=== design 1 ===
Figure 1. The metal 2 layer (design 1).
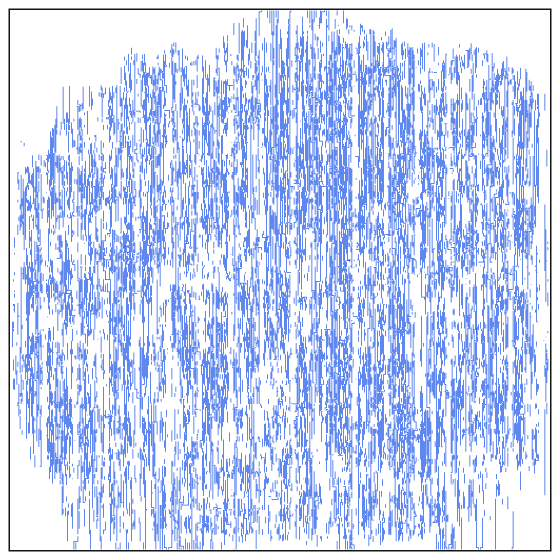

===== src/rtl/motoro3_pwm_pkg.sv =====
// Shared constants and saturating arithmetic for the multi-channel motor PWM.
package motoro3_pwm_pkg;

  localparam logic MODE_EDGE   = 1'b0;
  localparam logic MODE_CENTER = 1'b1;

  localparam int NCH_DEF   = 3;
  localparam int CNT_W_DEF = 12;
  localparam int POS_W_DEF = 16;

  // Unsigned a+b clamped to 2^w-1 (w <= 31).
  function automatic logic [31:0] sat_add_u(input logic [31:0] a, input logic [31:0] b,
                                            input int w);
    logic [32:0] sum;
    logic [32:0] lim;
    sum = {1'b0, a} + {1'b0, b};
    lim = (33'd1 << w) - 33'd1;
    return 32'((sum > lim) ? lim : sum);
  endfunction

  // Signed a-b of two unsigned w-bit values, clamped to the signed w-bit range.
  function automatic logic signed [31:0] sat_sub_s(input logic [31:0] a, input logic [31:0] b,
                                                   input int w);
    logic signed [33:0] d;
    logic signed [33:0] hi;
    logic signed [33:0] lo;
    logic signed [33:0] r;
    d  = $signed({2'b00, a}) - $signed({2'b00, b});
    hi = (34'sd1 <<< (w - 1)) - 34'sd1;
    lo = -hi - 34'sd1;
    r  = (d > hi) ? hi : ((d < lo) ? lo : d);
    return 32'(r);
  endfunction

endpackage


===== src/rtl/motoro3_pwm_multi_if.sv =====
// Control/status bundle between the step sequencer, the PWM generator and the gate drivers.
interface motoro3_pwm_multi_if #(
  parameter int NCH   = 3,
  parameter int CNT_W = 12,
  parameter int POS_W = 16
);
  logic                 en;
  logic [CNT_W-1:0]     period_len;
  logic [CNT_W-1:0]     min_on;
  logic                 center_mode;
  logic                 step_first;
  logic                 step_last;
  logic [NCH*POS_W-1:0] duty_pos;
  logic [NCH-1:0]       pwm_out;
  logic                 period_start;
  logic [NCH*POS_W-1:0] lost;
  logic                 lost_valid;

  modport master (
    output en, period_len, min_on, center_mode, step_first, step_last, duty_pos,
    input  pwm_out, period_start, lost, lost_valid
  );

  modport slave (
    input  en, period_len, min_on, center_mode, step_first, step_last, duty_pos,
    output pwm_out, period_start, lost, lost_valid
  );
endinterface


===== src/rtl/motoro3_pwm_chan.sv =====
// One PWM channel: duty carry-over with min-on deferral, window compare, output
// register and want/real on-time accounting.
module motoro3_pwm_chan
  import motoro3_pwm_pkg::*;
#(
  parameter int CNT_W = CNT_W_DEF,
  parameter int POS_W = POS_W_DEF
) (
  input  logic                    clk,
  input  logic                    rst,
  input  logic                    en_i,
  input  logic                    start_i,
  input  logic                    trunc_i,
  input  logic                    snap_i,
  input  logic                    center_i,
  input  logic [CNT_W-1:0]        cnt_i,
  input  logic [CNT_W-1:0]        plen_i,
  input  logic [CNT_W-1:0]        min_on_i,
  input  logic [POS_W-1:0]        duty_i,
  output logic                    pwm_o,
  output logic signed [POS_W-1:0] lost_o
);
  logic [POS_W-1:0]        remain_q, remain_d, want_q, want_d, real_q, real_d;
  logic [CNT_W-1:0]        on_len_q, on_len_d;
  logic                    pwm_q, pwm_d;
  logic signed [POS_W-1:0] lost_q, lost_d;

  logic [POS_W-1:0] demand, remain_new, remain_cur;
  logic [CNT_W-1:0] on_new, on_cur, s, delivered;
  logic [CNT_W:0]   s_end;

  always_comb begin
    demand = POS_W'(sat_add_u(32'(remain_q), 32'(duty_i), POS_W));
    on_new = '0;
    remain_new = demand;
    if ((32'(demand) >= 32'(min_on_i)) && (demand != '0)) begin
      on_new     = (32'(demand) < 32'(plen_i)) ? CNT_W'(demand) : plen_i;
      remain_new = demand - POS_W'(on_new);
    end
    // The period-start cycle already drives the window from the fresh on_len.
    on_cur     = start_i ? on_new : on_len_q;
    remain_cur = start_i ? remain_new : remain_q;

    s     = (center_i == MODE_CENTER) ? ((plen_i - on_cur) >> 1) : '0;
    s_end = {1'b0, s} + {1'b0, on_cur};
    if (cnt_i < s)                 delivered = '0;
    else if ((cnt_i - s) < on_cur) delivered = cnt_i - s;
    else                           delivered = on_cur;

    on_len_d = on_cur;
    pwm_d    = en_i && !trunc_i && (cnt_i >= s) && ({1'b0, cnt_i} < s_end);
    remain_d = remain_cur;
    if (trunc_i) remain_d = POS_W'(sat_add_u(32'(remain_cur), 32'(on_cur - delivered), POS_W));
    want_d = start_i ? POS_W'(sat_add_u(32'(want_q), 32'(duty_i), POS_W)) : want_q;
    real_d = POS_W'(sat_add_u(32'(real_q), 32'(pwm_q), POS_W));
    lost_d = lost_q;
    // The snapshot sees this cycle's demand and output before clearing.
    if (snap_i) begin
      lost_d   = POS_W'(sat_sub_s(32'(want_d), 32'(real_d), POS_W));
      want_d   = '0;
      real_d   = '0;
      remain_d = '0;
    end
    if (!en_i) remain_d = '0;
  end

  always_ff @(posedge clk) begin
    if (rst) begin
      remain_q <= '0;
      on_len_q <= '0;
      want_q   <= '0;
      real_q   <= '0;
      pwm_q    <= 1'b0;
      lost_q   <= '0;
    end else begin
      remain_q <= remain_d;
      on_len_q <= on_len_d;
      want_q   <= want_d;
      real_q   <= real_d;
      pwm_q    <= pwm_d;
      lost_q   <= lost_d;
    end
  end

  assign pwm_o  = pwm_q;
  assign lost_o = lost_q;
endmodule


===== src/rtl/motoro3_pwm_multi.sv =====
// NCH-channel PWM generator: shared period counter, step decode and enable gating
// feeding one motoro3_pwm_chan per phase.
module motoro3_pwm_multi
  import motoro3_pwm_pkg::*;
#(
  parameter int NCH   = NCH_DEF,
  parameter int CNT_W = CNT_W_DEF,
  parameter int POS_W = POS_W_DEF
) (
  input logic                clk,
  input logic                rst,
  motoro3_pwm_multi_if.slave bus
);
  logic [CNT_W-1:0]     cnt_q, cnt_d, plen_q, plen_d;
  logic                 center_q, center_d;
  logic                 lost_valid_q;
  logic                 start, trunc, snap;
  logic [NCH-1:0]       pwm_w;
  logic [NCH*POS_W-1:0] lost_w;

  always_comb begin
    start    = bus.en && (cnt_q == '0);
    trunc    = bus.en && bus.step_last;
    snap     = bus.en && bus.step_first;
    plen_d   = plen_q;
    center_d = center_q;
    if (start) begin
      plen_d   = (bus.period_len < CNT_W'(2)) ? CNT_W'(2) : bus.period_len;
      center_d = bus.center_mode;
    end
    cnt_d = cnt_q + 1'b1;
    if (!bus.en || trunc || (cnt_q == plen_d - 1'b1)) cnt_d = '0;
  end

  always_ff @(posedge clk) begin
    if (rst) begin
      cnt_q        <= '0;
      plen_q       <= CNT_W'(2);
      center_q     <= MODE_EDGE;
      lost_valid_q <= 1'b0;
    end else begin
      cnt_q        <= cnt_d;
      plen_q       <= plen_d;
      center_q     <= center_d;
      lost_valid_q <= snap;
    end
  end

  for (genvar k = 0; k < NCH; k++) begin : g_ch
    motoro3_pwm_chan #(
      .CNT_W(CNT_W),
      .POS_W(POS_W)
    ) u_chan (
      .clk      (clk),
      .rst      (rst),
      .en_i     (bus.en),
      .start_i  (start),
      .trunc_i  (trunc),
      .snap_i   (snap),
      .center_i (center_d),
      .cnt_i    (cnt_q),
      .plen_i   (plen_d),
      .min_on_i (bus.min_on),
      .duty_i   (bus.duty_pos[k*POS_W +: POS_W]),
      .pwm_o    (pwm_w[k]),
      .lost_o   (lost_w[k*POS_W +: POS_W])
    );
  end

  assign bus.pwm_out      = pwm_w;
  assign bus.lost         = lost_w;
  assign bus.period_start = start;
  assign bus.lost_valid   = lost_valid_q;
endmodule


===== src/flat_wrapper.sv =====
// flat-port wrapper written by rule: the top's interface ports become plain ports
module motoro3_pwm_multi_flat import motoro3_pwm_pkg::*;
#(
  parameter int NCH   = NCH_DEF,
  parameter int CNT_W = CNT_W_DEF,
  parameter int POS_W = POS_W_DEF
)
  (clk, rst, bus_en, bus_period_len, bus_min_on, bus_center_mode, bus_step_first, bus_step_last, bus_duty_pos, bus_pwm_out, bus_period_start, bus_lost, bus_lost_valid);
  motoro3_pwm_multi_if #(.NCH(NCH), .CNT_W(CNT_W), .POS_W(POS_W)) bus_i ();
  input logic clk;
  input logic rst;
  input wire logic [$bits(bus_i.en)-1:0] bus_en;
  input wire logic [$bits(bus_i.period_len)-1:0] bus_period_len;
  input wire logic [$bits(bus_i.min_on)-1:0] bus_min_on;
  input wire logic [$bits(bus_i.center_mode)-1:0] bus_center_mode;
  input wire logic [$bits(bus_i.step_first)-1:0] bus_step_first;
  input wire logic [$bits(bus_i.step_last)-1:0] bus_step_last;
  input wire logic [$bits(bus_i.duty_pos)-1:0] bus_duty_pos;
  output wire logic [$bits(bus_i.pwm_out)-1:0] bus_pwm_out;
  output wire logic [$bits(bus_i.period_start)-1:0] bus_period_start;
  output wire logic [$bits(bus_i.lost)-1:0] bus_lost;
  output wire logic [$bits(bus_i.lost_valid)-1:0] bus_lost_valid;
  assign bus_i.en = bus_en;
  assign bus_i.period_len = bus_period_len;
  assign bus_i.min_on = bus_min_on;
  assign bus_i.center_mode = bus_center_mode;
  assign bus_i.step_first = bus_step_first;
  assign bus_i.step_last = bus_step_last;
  assign bus_i.duty_pos = bus_duty_pos;
  assign bus_pwm_out = bus_i.pwm_out;
  assign bus_period_start = bus_i.period_start;
  assign bus_lost = bus_i.lost;
  assign bus_lost_valid = bus_i.lost_valid;
  motoro3_pwm_multi #(.NCH(NCH), .CNT_W(CNT_W), .POS_W(POS_W)) u_core (.clk(clk), .rst(rst), .bus(bus_i));
endmodule

===== config.mk =====
export PLATFORM = sky130hd
export DESIGN_NAME = motoro3_pwm_multi_flat
export DESIGN_NICKNAME = d
export VERILOG_FILES = /design/src/rtl/motoro3_pwm_pkg.sv /design/src/rtl/motoro3_pwm_multi_if.sv /design/src/rtl/motoro3_pwm_chan.sv /design/src/rtl/motoro3_pwm_multi.sv /design/src/flat_wrapper.sv
export SDC_FILE = /design/constraint.sdc
export NUM_CORES = 2
export LEC_CHECK = 0
export CAP_MARGIN = 20
export CORE_UTILIZATION = 60
export CTS_BUF_LIST = sky130_fd_sc_hd__clkbuf_4 sky130_fd_sc_hd__clkbuf_8
export DETAILED_ROUTE_END_ITERATION = 10
export PLACE_DENSITY = 0.82
export SYNTH_ARGS = -nofsm -noshare
export SYNTH_HDL_FRONTEND = slang
export SYNTH_HIERARCHICAL = 1
export SYNTH_SLANG_ARGS = --single-unit

===== constraint.sdc =====
create_clock -name clk -period 35.1 [get_ports clk]
set_input_delay 10.53 -clock clk [delete_from_list [all_inputs] [get_ports clk]]
set_output_delay 10.53 -clock clk [all_outputs]
set_load 0.02 [all_outputs]

=== design 2 ===
**src/rtl/keypad_scan_fifo.sv**
```systemverilog
// keypad_scan_fifo: row-scanned keypad with per-key debounce and an event FIFO
module keypad_scan_fifo #(
    parameter int ROWS       = 4,
    parameter int COLS       = 4,
    parameter int SCAN_DIV   = 1000,
    parameter int DEBOUNCE   = 3,
    parameter int FIFO_DEPTH = 4,
    parameter int REL_EN     = 1,
    localparam int RW = $clog2(ROWS),
    localparam int CW = $clog2(COLS),
    localparam int KW = 1 + RW + CW
) (
    input  logic                 clk,
    input  logic                 rst,
    input  logic [COLS-1:0]      col_in,
    output logic [ROWS-1:0]      row,
    output logic                 key_valid,
    input  logic                 key_ready,
    output logic [KW-1:0]        key_code,
    output logic [ROWS*COLS-1:0] key_state,
    output logic                 overflow,
    input  logic                 ovf_clr
);
    localparam int N  = ROWS * COLS;
    localparam int NW = $clog2(N);
    localparam int DW = $clog2(SCAN_DIV);
    localparam int AW = $clog2(FIFO_DEPTH);

    logic [DW-1:0] dcnt;
    logic [RW-1:0] r, sr;
    logic [CW-1:0] cp;
    logic          busy;
    logic [COLS-1:0] s;
    logic [3:0]    cnt [N];
    logic [KW-1:0] mem [FIFO_DEPTH];
    logic [AW-1:0] wp, rp;
    logic [AW:0]   fcnt;
    logic          last, cur, diff, fire, push, pop, full, wr, drop;
    logic [NW-1:0] kidx;
    logic [KW-1:0] code;

    assign last = dcnt == DW'(SCAN_DIV - 1);

    // Row scanner: dwell SCAN_DIV clocks per row, drive the current row low
    always_ff @(posedge clk) begin
        if (rst) begin
            row  <= '1;
            r    <= '0;
            dcnt <= '0;
        end else begin
            row <= ~(ROWS'(1) << r);
            if (last) begin
                dcnt <= '0;
                r    <= (r == RW'(ROWS - 1)) ? '0 : r + RW'(1);
            end else begin
                dcnt <= dcnt + DW'(1);
            end
        end
    end

    // Latch the columns at the end of a row's dwell, then walk one column per clock
    always_ff @(posedge clk) begin
        if (rst) begin
            s    <= '0;
            sr   <= '0;
            cp   <= '0;
            busy <= 1'b0;
        end else if (last) begin
            s    <= ~col_in;
            sr   <= r;
            cp   <= '0;
            busy <= 1'b1;
        end else if (busy) begin
            cp   <= cp + CW'(1);
            busy <= cp != CW'(COLS - 1);
        end
    end

    // Evaluate the key under the column pointer and decide whether it toggles
    always_comb begin
        kidx = NW'(sr * COLS + cp);
        cur  = key_state[kidx];
        diff = busy && (s[cp] != cur);
        fire = diff && (cnt[kidx] == 4'(DEBOUNCE - 1));
        push = fire && (!cur || REL_EN != 0);
        code = {~cur, sr, cp};
    end

    // Debounce counters and the debounced key map
    always_ff @(posedge clk) begin
        if (rst) begin
            key_state <= '0;
            for (int i = 0; i < N; i++) cnt[i] <= '0;
        end else if (busy) begin
            cnt[kidx] <= (diff && !fire) ? cnt[kidx] + 4'd1 : 4'd0;
            if (fire) key_state[kidx] <= ~cur;
        end
    end

    assign pop       = key_valid && key_ready;
    assign full      = fcnt == (AW+1)'(FIFO_DEPTH);
    assign wr        = push && (!full || pop);
    assign drop      = push && full && !pop;
    assign key_valid = fcnt != '0;
    assign key_code  = key_valid ? mem[rp] : '0;

    // FIFO pointers, occupancy and the sticky overflow flag
    always_ff @(posedge clk) begin
        if (rst) begin
            wp       <= '0;
            rp       <= '0;
            fcnt     <= '0;
            overflow <= 1'b0;
        end else begin
            if (wr) wp <= wp + AW'(1);
            if (pop) rp <= rp + AW'(1);
            fcnt     <= fcnt + (AW+1)'(wr) - (AW+1)'(pop);
            overflow <= drop || (overflow && !ovf_clr);
        end
    end

    // FIFO storage; contents are meaningless while the occupancy says empty
    always_ff @(posedge clk) begin
        if (wr) mem[wp] <= code;
    end
endmodule

```
**config.mk**
```make
export PLATFORM = sky130hd
export DESIGN_NAME = keypad_scan_fifo
export DESIGN_NICKNAME = d
export VERILOG_FILES = /design/src/rtl/keypad_scan_fifo.sv
export SDC_FILE = /design/constraint.sdc
export NUM_CORES = 1
export LEC_CHECK = 0
export ABC_AREA = 1
export CAP_MARGIN = 10
export CORE_UTILIZATION = 54
export CTS_CLUSTER_DIAMETER = 200
export DETAILED_ROUTE_END_ITERATION = 7
export GPL_ROUTABILITY_DRIVEN = 1
export MAX_ROUTING_LAYER = met4
export PLACE_DENSITY = 0.79
export SYNTH_ARGS = -nofsm -noshare
export SYNTH_HDL_FRONTEND = slang
export SYNTH_SLANG_ARGS = --single-unit
```
**constraint.sdc**
```tcl
create_clock -name clk -period 3.2 [get_ports clk]
set_input_delay 0.32 -clock clk [delete_from_list [all_inputs] [get_ports clk]]
set_output_delay 0.32 -clock clk [all_outputs]
set_load 0.1 [all_outputs]
```
=== design 3 ===
==> src/rtl/spi_cnt4_reader.sv <==
// spi_cnt4_reader
// SPI master that reads the 4-bit counter stream from the FPGA-side SPI slave.
// It drives SSEL/SCK (CPOL=0), samples MISO on the first clk cycle of each SCK
// high phase, and rebuilds MSB-first nibbles. Every fifth SCK period is the
// slave's HiZ gap bit, which is clocked but never sampled. Each received nibble
// is compared with the expected sequence F,1,2,..,F,0,1,.. and mismatches are
// counted into a saturating 8-bit counter.
//
// Ports:
//   clk, rst_n           system clock, async active-low reset
//   start, nibbles[7:0]  start pulse (ignored while busy), nibble count
//   SSEL, SCK, MOSI      SPI outputs (SSEL active low, SCK idles low, MOSI=0)
//   MISO                 SPI input from the slave
//   rx_data[3:0]         last received nibble, with rx_valid 1-cycle strobe
//   err_count[7:0]       mismatch count, cleared on each accepted start
//   busy, done           busy level and 1-cycle end-of-transfer pulse
module spi_cnt4_reader #(
  parameter int HALF_PERIOD = 8,
  parameter int LEAD        = 8,
  parameter int TRAIL       = 8
) (
  input  logic       clk,
  input  logic       rst_n,
  input  logic       start,
  input  logic [7:0] nibbles,
  output logic       SSEL,
  output logic       SCK,
  output logic       MOSI,
  input  logic       MISO,
  output logic [3:0] rx_data,
  output logic       rx_valid,
  output logic [7:0] err_count,
  output logic       busy,
  output logic       done
);

  typedef enum logic [2:0] {
    S_IDLE, S_ZERO, S_LEAD, S_SCK_LO, S_SCK_HI, S_TRAIL_LO, S_TRAIL_HI
  } state_t;

  localparam logic [15:0] HP_M1 = 16'(HALF_PERIOD - 1);
  localparam logic [15:0] LD_M1 = 16'(LEAD - 1);
  localparam logic [15:0] TR_M1 = 16'(TRAIL - 1);

  state_t      state, state_n;
  logic [15:0] cnt, cnt_n;          // cycles spent in the current timed state
  logic [2:0]  bit_idx, bit_idx_n;  // 0..3 data bits, 4 = gap bit
  logic [7:0]  n_lat, n_lat_n;      // nibbles requested
  logic [7:0]  nib_idx, nib_idx_n;  // nibbles completed so far
  logic [3:0]  sreg, sreg_n;
  logic [3:0]  rx_data_n;
  logic        rx_valid_n;
  logic [7:0]  err_n;
  logic        busy_n, done_n, ssel_n, sck_n;
  logic [3:0]  shifted, exp_nib;

  assign MOSI    = 1'b0;
  assign shifted = {sreg[2:0], MISO};
  // First nibble of a transfer is F, nibble k after that is k mod 16.
  assign exp_nib = (nib_idx == 8'd0) ? 4'hF : nib_idx[3:0];

  always_ff @(posedge clk or negedge rst_n) begin
    if (!rst_n) begin
      state     <= S_IDLE;
      cnt       <= '0;
      bit_idx   <= '0;
      n_lat     <= '0;
      nib_idx   <= '0;
      sreg      <= '0;
      rx_data   <= '0;
      rx_valid  <= 1'b0;
      err_count <= '0;
      busy      <= 1'b0;
      done      <= 1'b0;
      SSEL      <= 1'b1;
      SCK       <= 1'b0;
    end else begin
      state     <= state_n;
      cnt       <= cnt_n;
      bit_idx   <= bit_idx_n;
      n_lat     <= n_lat_n;
      nib_idx   <= nib_idx_n;
      sreg      <= sreg_n;
      rx_data   <= rx_data_n;
      rx_valid  <= rx_valid_n;
      err_count <= err_n;
      busy      <= busy_n;
      done      <= done_n;
      SSEL      <= ssel_n;
      SCK       <= sck_n;
    end
  end

  always_comb begin
    state_n    = state;
    cnt_n      = cnt;
    bit_idx_n  = bit_idx;
    n_lat_n    = n_lat;
    nib_idx_n  = nib_idx;
    sreg_n     = sreg;
    rx_data_n  = rx_data;
    rx_valid_n = 1'b0;
    err_n      = err_count;
    busy_n     = busy;
    done_n     = 1'b0;
    ssel_n     = SSEL;
    sck_n      = SCK;

    case (state)
      S_IDLE: begin
        if (start) begin
          err_n  = '0;
          busy_n = 1'b1;
          if (nibbles != 8'd0) begin
            n_lat_n   = nibbles;
            nib_idx_n = '0;
            bit_idx_n = '0;
            cnt_n     = '0;
            ssel_n    = 1'b0;
            state_n   = S_LEAD;
          end else begin
            // Empty transfer: one busy cycle, then done, SSEL untouched.
            state_n = S_ZERO;
          end
        end
      end

      S_ZERO: begin
        busy_n  = 1'b0;
        done_n  = 1'b1;
        state_n = S_IDLE;
      end

      S_LEAD: begin
        if (cnt == LD_M1) begin
          cnt_n   = '0;
          state_n = S_SCK_LO;
        end else begin
          cnt_n = cnt + 16'd1;
        end
      end

      S_SCK_LO: begin
        if (cnt == HP_M1) begin
          cnt_n   = '0;
          sck_n   = 1'b1;
          state_n = S_SCK_HI;
        end else begin
          cnt_n = cnt + 16'd1;
        end
      end

      S_SCK_HI: begin
        // MISO is taken raw: the slave holds it stable for a whole SCK
        // period, far longer than any metastability window here.
        if (cnt == 16'd0 && bit_idx != 3'd4) begin
          sreg_n = shifted;
          if (bit_idx == 3'd3) begin
            rx_data_n  = shifted;
            rx_valid_n = 1'b1;
            nib_idx_n  = nib_idx + 8'd1;
            if (shifted != exp_nib && err_count != 8'hFF)
              err_n = err_count + 8'd1;
          end
        end
        if (cnt == HP_M1) begin
          cnt_n = '0;
          sck_n = 1'b0;
          // The last nibble's gap bit is not clocked at all.
          if (bit_idx == 3'd3 && nib_idx == n_lat) begin
            state_n = S_TRAIL_LO;
          end else begin
            bit_idx_n = (bit_idx == 3'd4) ? 3'd0 : bit_idx + 3'd1;
            state_n   = S_SCK_LO;
          end
        end else begin
          cnt_n = cnt + 16'd1;
        end
      end

      S_TRAIL_LO: begin
        if (cnt == TR_M1) begin
          cnt_n   = '0;
          ssel_n  = 1'b1;
          state_n = S_TRAIL_HI;
        end else begin
          cnt_n = cnt + 16'd1;
        end
      end

      S_TRAIL_HI: begin
        if (cnt == TR_M1) begin
          cnt_n   = '0;
          busy_n  = 1'b0;
          done_n  = 1'b1;
          state_n = S_IDLE;
        end else begin
          cnt_n = cnt + 16'd1;
        end
      end

      default: state_n = S_IDLE;
    endcase
  end

endmodule

==> config.mk <==
export PLATFORM = sky130hd
export DESIGN_NAME = spi_cnt4_reader
export DESIGN_NICKNAME = d
export VERILOG_FILES = /design/src/rtl/spi_cnt4_reader.sv
export SDC_FILE = /design/constraint.sdc
export NUM_CORES = 1
export LEC_CHECK = 0
export CORE_MARGIN = 1.5
export CORE_UTILIZATION = 45
export CTS_CLUSTER_DIAMETER = 150
export DETAILED_ROUTE_END_ITERATION = 12
export PLACE_DENSITY = 0.63
export SYNTH_ARGS = -nofsm -noshare
export SYNTH_HDL_FRONTEND = slang
export SYNTH_SLANG_ARGS = --single-unit
==> constraint.sdc <==
create_clock -name clk -period 3.74 [get_ports clk]
set_input_delay 0.748 -clock clk [delete_from_list [all_inputs] [get_ports clk]]
set_output_delay 0.748 -clock clk [all_outputs]
set_load 0.005 [all_outputs]

==> notes/layouts.md <==
Pictures saved along the way, in no particular order.

Clock wiring as the flow saved it.
shot_01.png
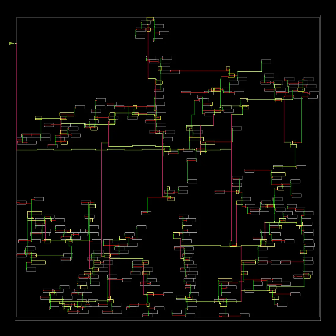
shot_02.png
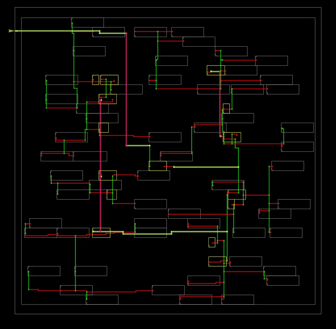
shot_03.png
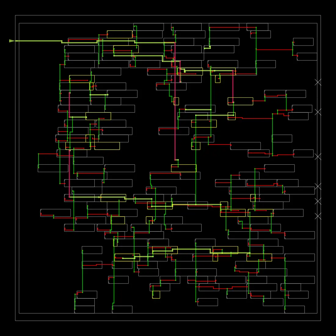
- most clock buffers: shot_01.png
- most sequential cells: shot_01.png
shot_01.png -> design 1
shot_03.png -> design 2
shot_02.png -> design 3

Figure 2. Metal 4 (design 2).
The bar under the picture is 20 um long.
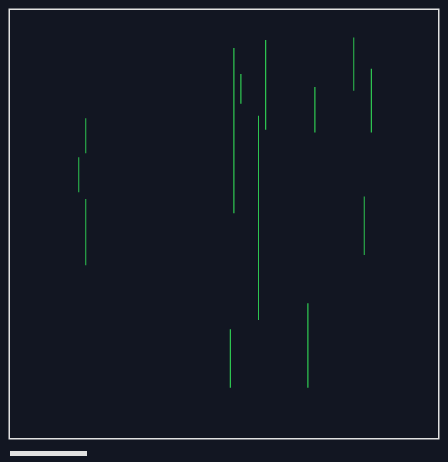
longest straight run	53.0 um
nets with wire on the layer	10
wire length on this layer	254 um

==> job_summary.md, design 2 <==
### Metrics collected by this job

| Metric | Value |
|---|---|
| Final GP Congestion | around 0.89 |
| Post-DP Area | ~7000 sq um |
| Area fraction in xor and xnor cells | less than 1% |
| CP Launch Point | cp[0] |
| CP Cell Sequence | buf_8 > o21ai_0 > o22ai_1 > nand2_1 > nand4_1 > inv_1 > ha_1 > nand2_1 > nor2_4 > nand3_4 > ha_4 > inv_1 > ha_1 > inv_1 > fa_2 > xor2_2 > o21ai_2 > a21oi_2 |
| Initial DRC Count | approximately 600 |
| Failing checks | DRC |
| Mapped Avg Cell Area | just over 8 sq um |
| Most frequent CP cell | inv_1 |
| CTS Hold Bufs | 0 |
| Status | finished with violations |
| Rows | 39 |
| Cell area after layout | about 7600 sq um |
| Iteration tally of the first detailed-router pass | 7 |
| CLK BUF | 21 |
| Ys flops | 135 |
| Clk pwr share | 41.4% |
| Crit path launch type | flop |
| CP Capture Type | flop |
| Sequential cell area share | 46.7% |
| Flip-flops with a built-in enable | about 84 |
| WL met2 | about 7.7 mm |
| Inverters | about 90 |
| IO Port Bufs | 34 |
| Mux cell area share | 0% |
| Mi-comb count | roughly 530 |
| Die area | 12,500 sq um |
| Drc violations | 6 |
| GR Layer Usage met2 | approximately 45% |
| Post-DP HPWL | 10.5 mm |
| Post-CTS sizing | 1 |
## design 2: worst max-delay path, delay by kind of cell, from the launching register on
family / cells / cell delay (ns)
compound gates: 4 / 0.56
flops: 1 / 0.38
fa+ha+maj: 4 / 0.88
buf+inv: 4 / 0.36
xor+xnor: 1 / 0.18
simple gates: 5 / 0.51
## design 2: state kept, by name (all words and copies together) (netlist names), 3 cells and up, named ones only
signal,flops
cnt,64
dcnt,10
s,4
fcnt,3
key_state,16
row,4
mem,20
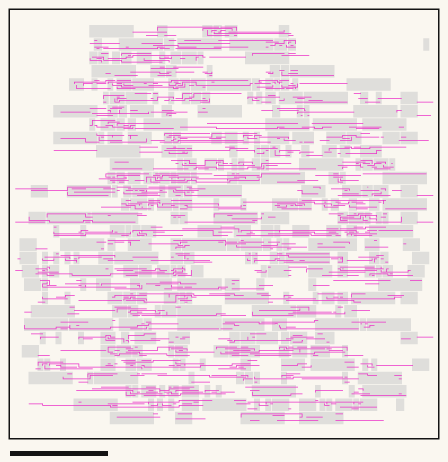
Figure 3: design 3, met1 routing.
The bar under the picture is 20 um long. Cells faint in the background.
share of all routed wire	52%
wire length on this layer	3,540 um
longest straight run	23.5 um
main direction	horizontal
nets with wire on the layer	352

==> job_summary.md, design 3 <==
### Metrics collected by this job

| Metric | Value |
|---|---|
| Status | finished clean |
| Number of cells in Yosys stat | about 340 |
| GR peak layer | met1 |
| WP data arrival | approximately 2.9 ns |
| Comb area share | 43.5% |
| P_seq | ~0.00063 W |
| Area leader, netlist | dfrtp_1 |
| Final setup viols | 0 |
| Leakage | ~1.7 nW |
| Hold_sp | rx_data[0] |
| Ys async rst share | 100% |
| GR Util met3 | roughly 4.0% |
| Initial antenna violation count | 0 |
| Post-synthesis chip area from yosys | 3200 sq um |
| Log Warnings | 29 |
| Inst Count DP | roughly 450 |
| IO Port Bufs | 28 |
[design 3: synthesized netlist by cell type (2+ instances only)]
cell type and instances:
xnor2_1 7, nor3_1 4, o31ai_1 5, nor2b_1 5, or3_1 3, a31o_2 2
and4_1 3, o21ai_0 19, clkbuf_1 8, nand4_1 9, buf_2 2, nor4_1 5
mux2_2 4, and3_1 11, a31o_1 3, a21oi_1 5, a31oi_1 3, and2_1 2
o22ai_1 2, nand3_1 10, ha_1 8, dfrtp_1 57, nand2_1 65, buf_4 3
nor2_1 22, inv_1 15, o211ai_1 3, a32o_1 3, xor2_1 19, o21ai_1 4
nand2b_1 4
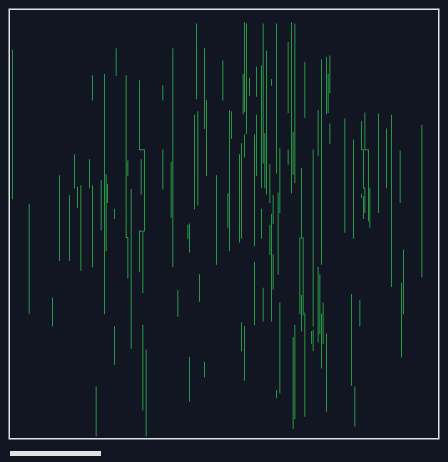
Figure 4: design 1, metal 4.
The bar under the picture is 50 um long.
wire length on this layer	4,710 um
nets with wire on the layer	95

Notes on Figure 1 above:
wire length on this layer	42.9 mm
longest straight run	84.1 um
main direction	vertical
nets with wire on the layer	4,288
share of all routed wire	45%

==> job_summary.md, design 1 <==
### Metrics collected by this job

| Metric | Value |
|---|---|
| Status | finished clean |
| Num ports | about 130 |
| Fraction of cell area in non-clock buffers | under 10% |
| Post-synth seq share | around 16% |
| Post-Syn Area | about 33,000 sq um |
| Setup Skew | roughly 0.047 ns |
| Slew Limit Fails | 0 |
| Most frequent CP cell | ha_1 |
| Synth Area in Adders | approximately a fifth |
| IO Port Bufs | between 100 and 150 |
| Distinct cells, synth | around 110 |
| Hold path depth | 2 |
| Met1 wire length | roughly 41 mm |
| Final setup viols | 0 |
| Most common logic cells in the final layout | ha_1, nor2_1, a21oi_1 |
| Area Overhead vs Synth | 9.96% |
| Critical R2R Capture | u_core/g_ch[0].u_chan/remain_q[1] |
| Fin crit share | 70.9% |
| Met3 wire len | 7.09 mm |
| Combinational power share | between 60% and 70% |
| Reg area | 5140 sq um |
| CP Launch Point | bus_duty_pos[0] |
| Max frequency | 40.2 MHz |
| Yosys warning count | 6 |
| Hold_sp | u_core/g_ch[0].u_chan/lost_o[10] |
| Commonest cells post-synth | ha_1, nor2_1, a21oi_1 |
| Fillers | roughly 4,600 |
| Largest logic family | AND-OR/OR-AND gates |
| Setup total negative slack | 0 ns |
| Final GP Congestion | 1.02 |
| Rows | ~85 |
| Total CTS buffers | approximately 48 |
| Mux cell area share | under 10% |
| Core Footprint | roughly 54,000 sq um |
| Share of cells above drive strength 1 | around 7.0% |
| RSZ-0062 raised after global routing | no |
| Most used logic cell in the final layout | ha_1 |
| Worst setup margin | between 10 and 15 ns |
| Buffers excl. clock | 171 |
| Initial antenna violation count | 2 |
## design 1: power groups by stage
stage | Combinational, W | Sequential (W) | Clock [W]
floorplan | 0.00117 | 0.000339 | 0
global placement | 0.00147 | 0.000335 | 0
detailed placement | 0.00149 | 0.000336 | 0
CTS | 0.00151 | 0.000329 | 0.000381
global route | 0.00170 | 0.000331 | 0.000394
finish | 0.00153 | 0.000330 | 0.000375
## design 1: critical path, delay by kind of cell
kind / cells / cell delay [ns]
compound gates: 31 / 7.88
fa+ha+maj: 9 / 2.85
simple gates: 16 / 2.26
buf+inv: 4 / 1.05
xor+xnor: 3 / 0.57
mux: 1 / 0.21


## Gallery

M3 wires.
picture 1
The bar under the picture is 20 um long.
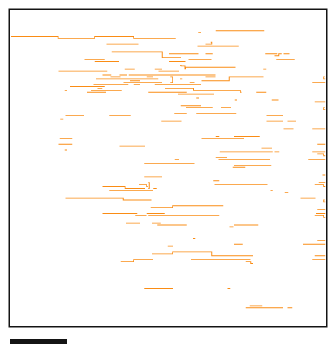
picture 2
The bar under the picture is 50 um long.
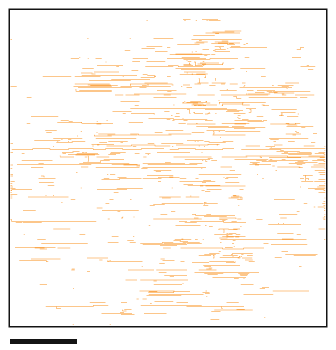
picture 3
The bar under the picture is 20 um long.
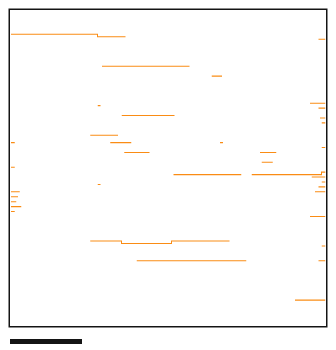
The one with the smallest die is picture 3.
The one with the largest die is picture 2.
| from | picture |
|---|---|
| design 3 | picture 3 |
| design 2 | picture 1 |
| design 1 | picture 2 |

Power is estimated from default activity; no workload was simulated.
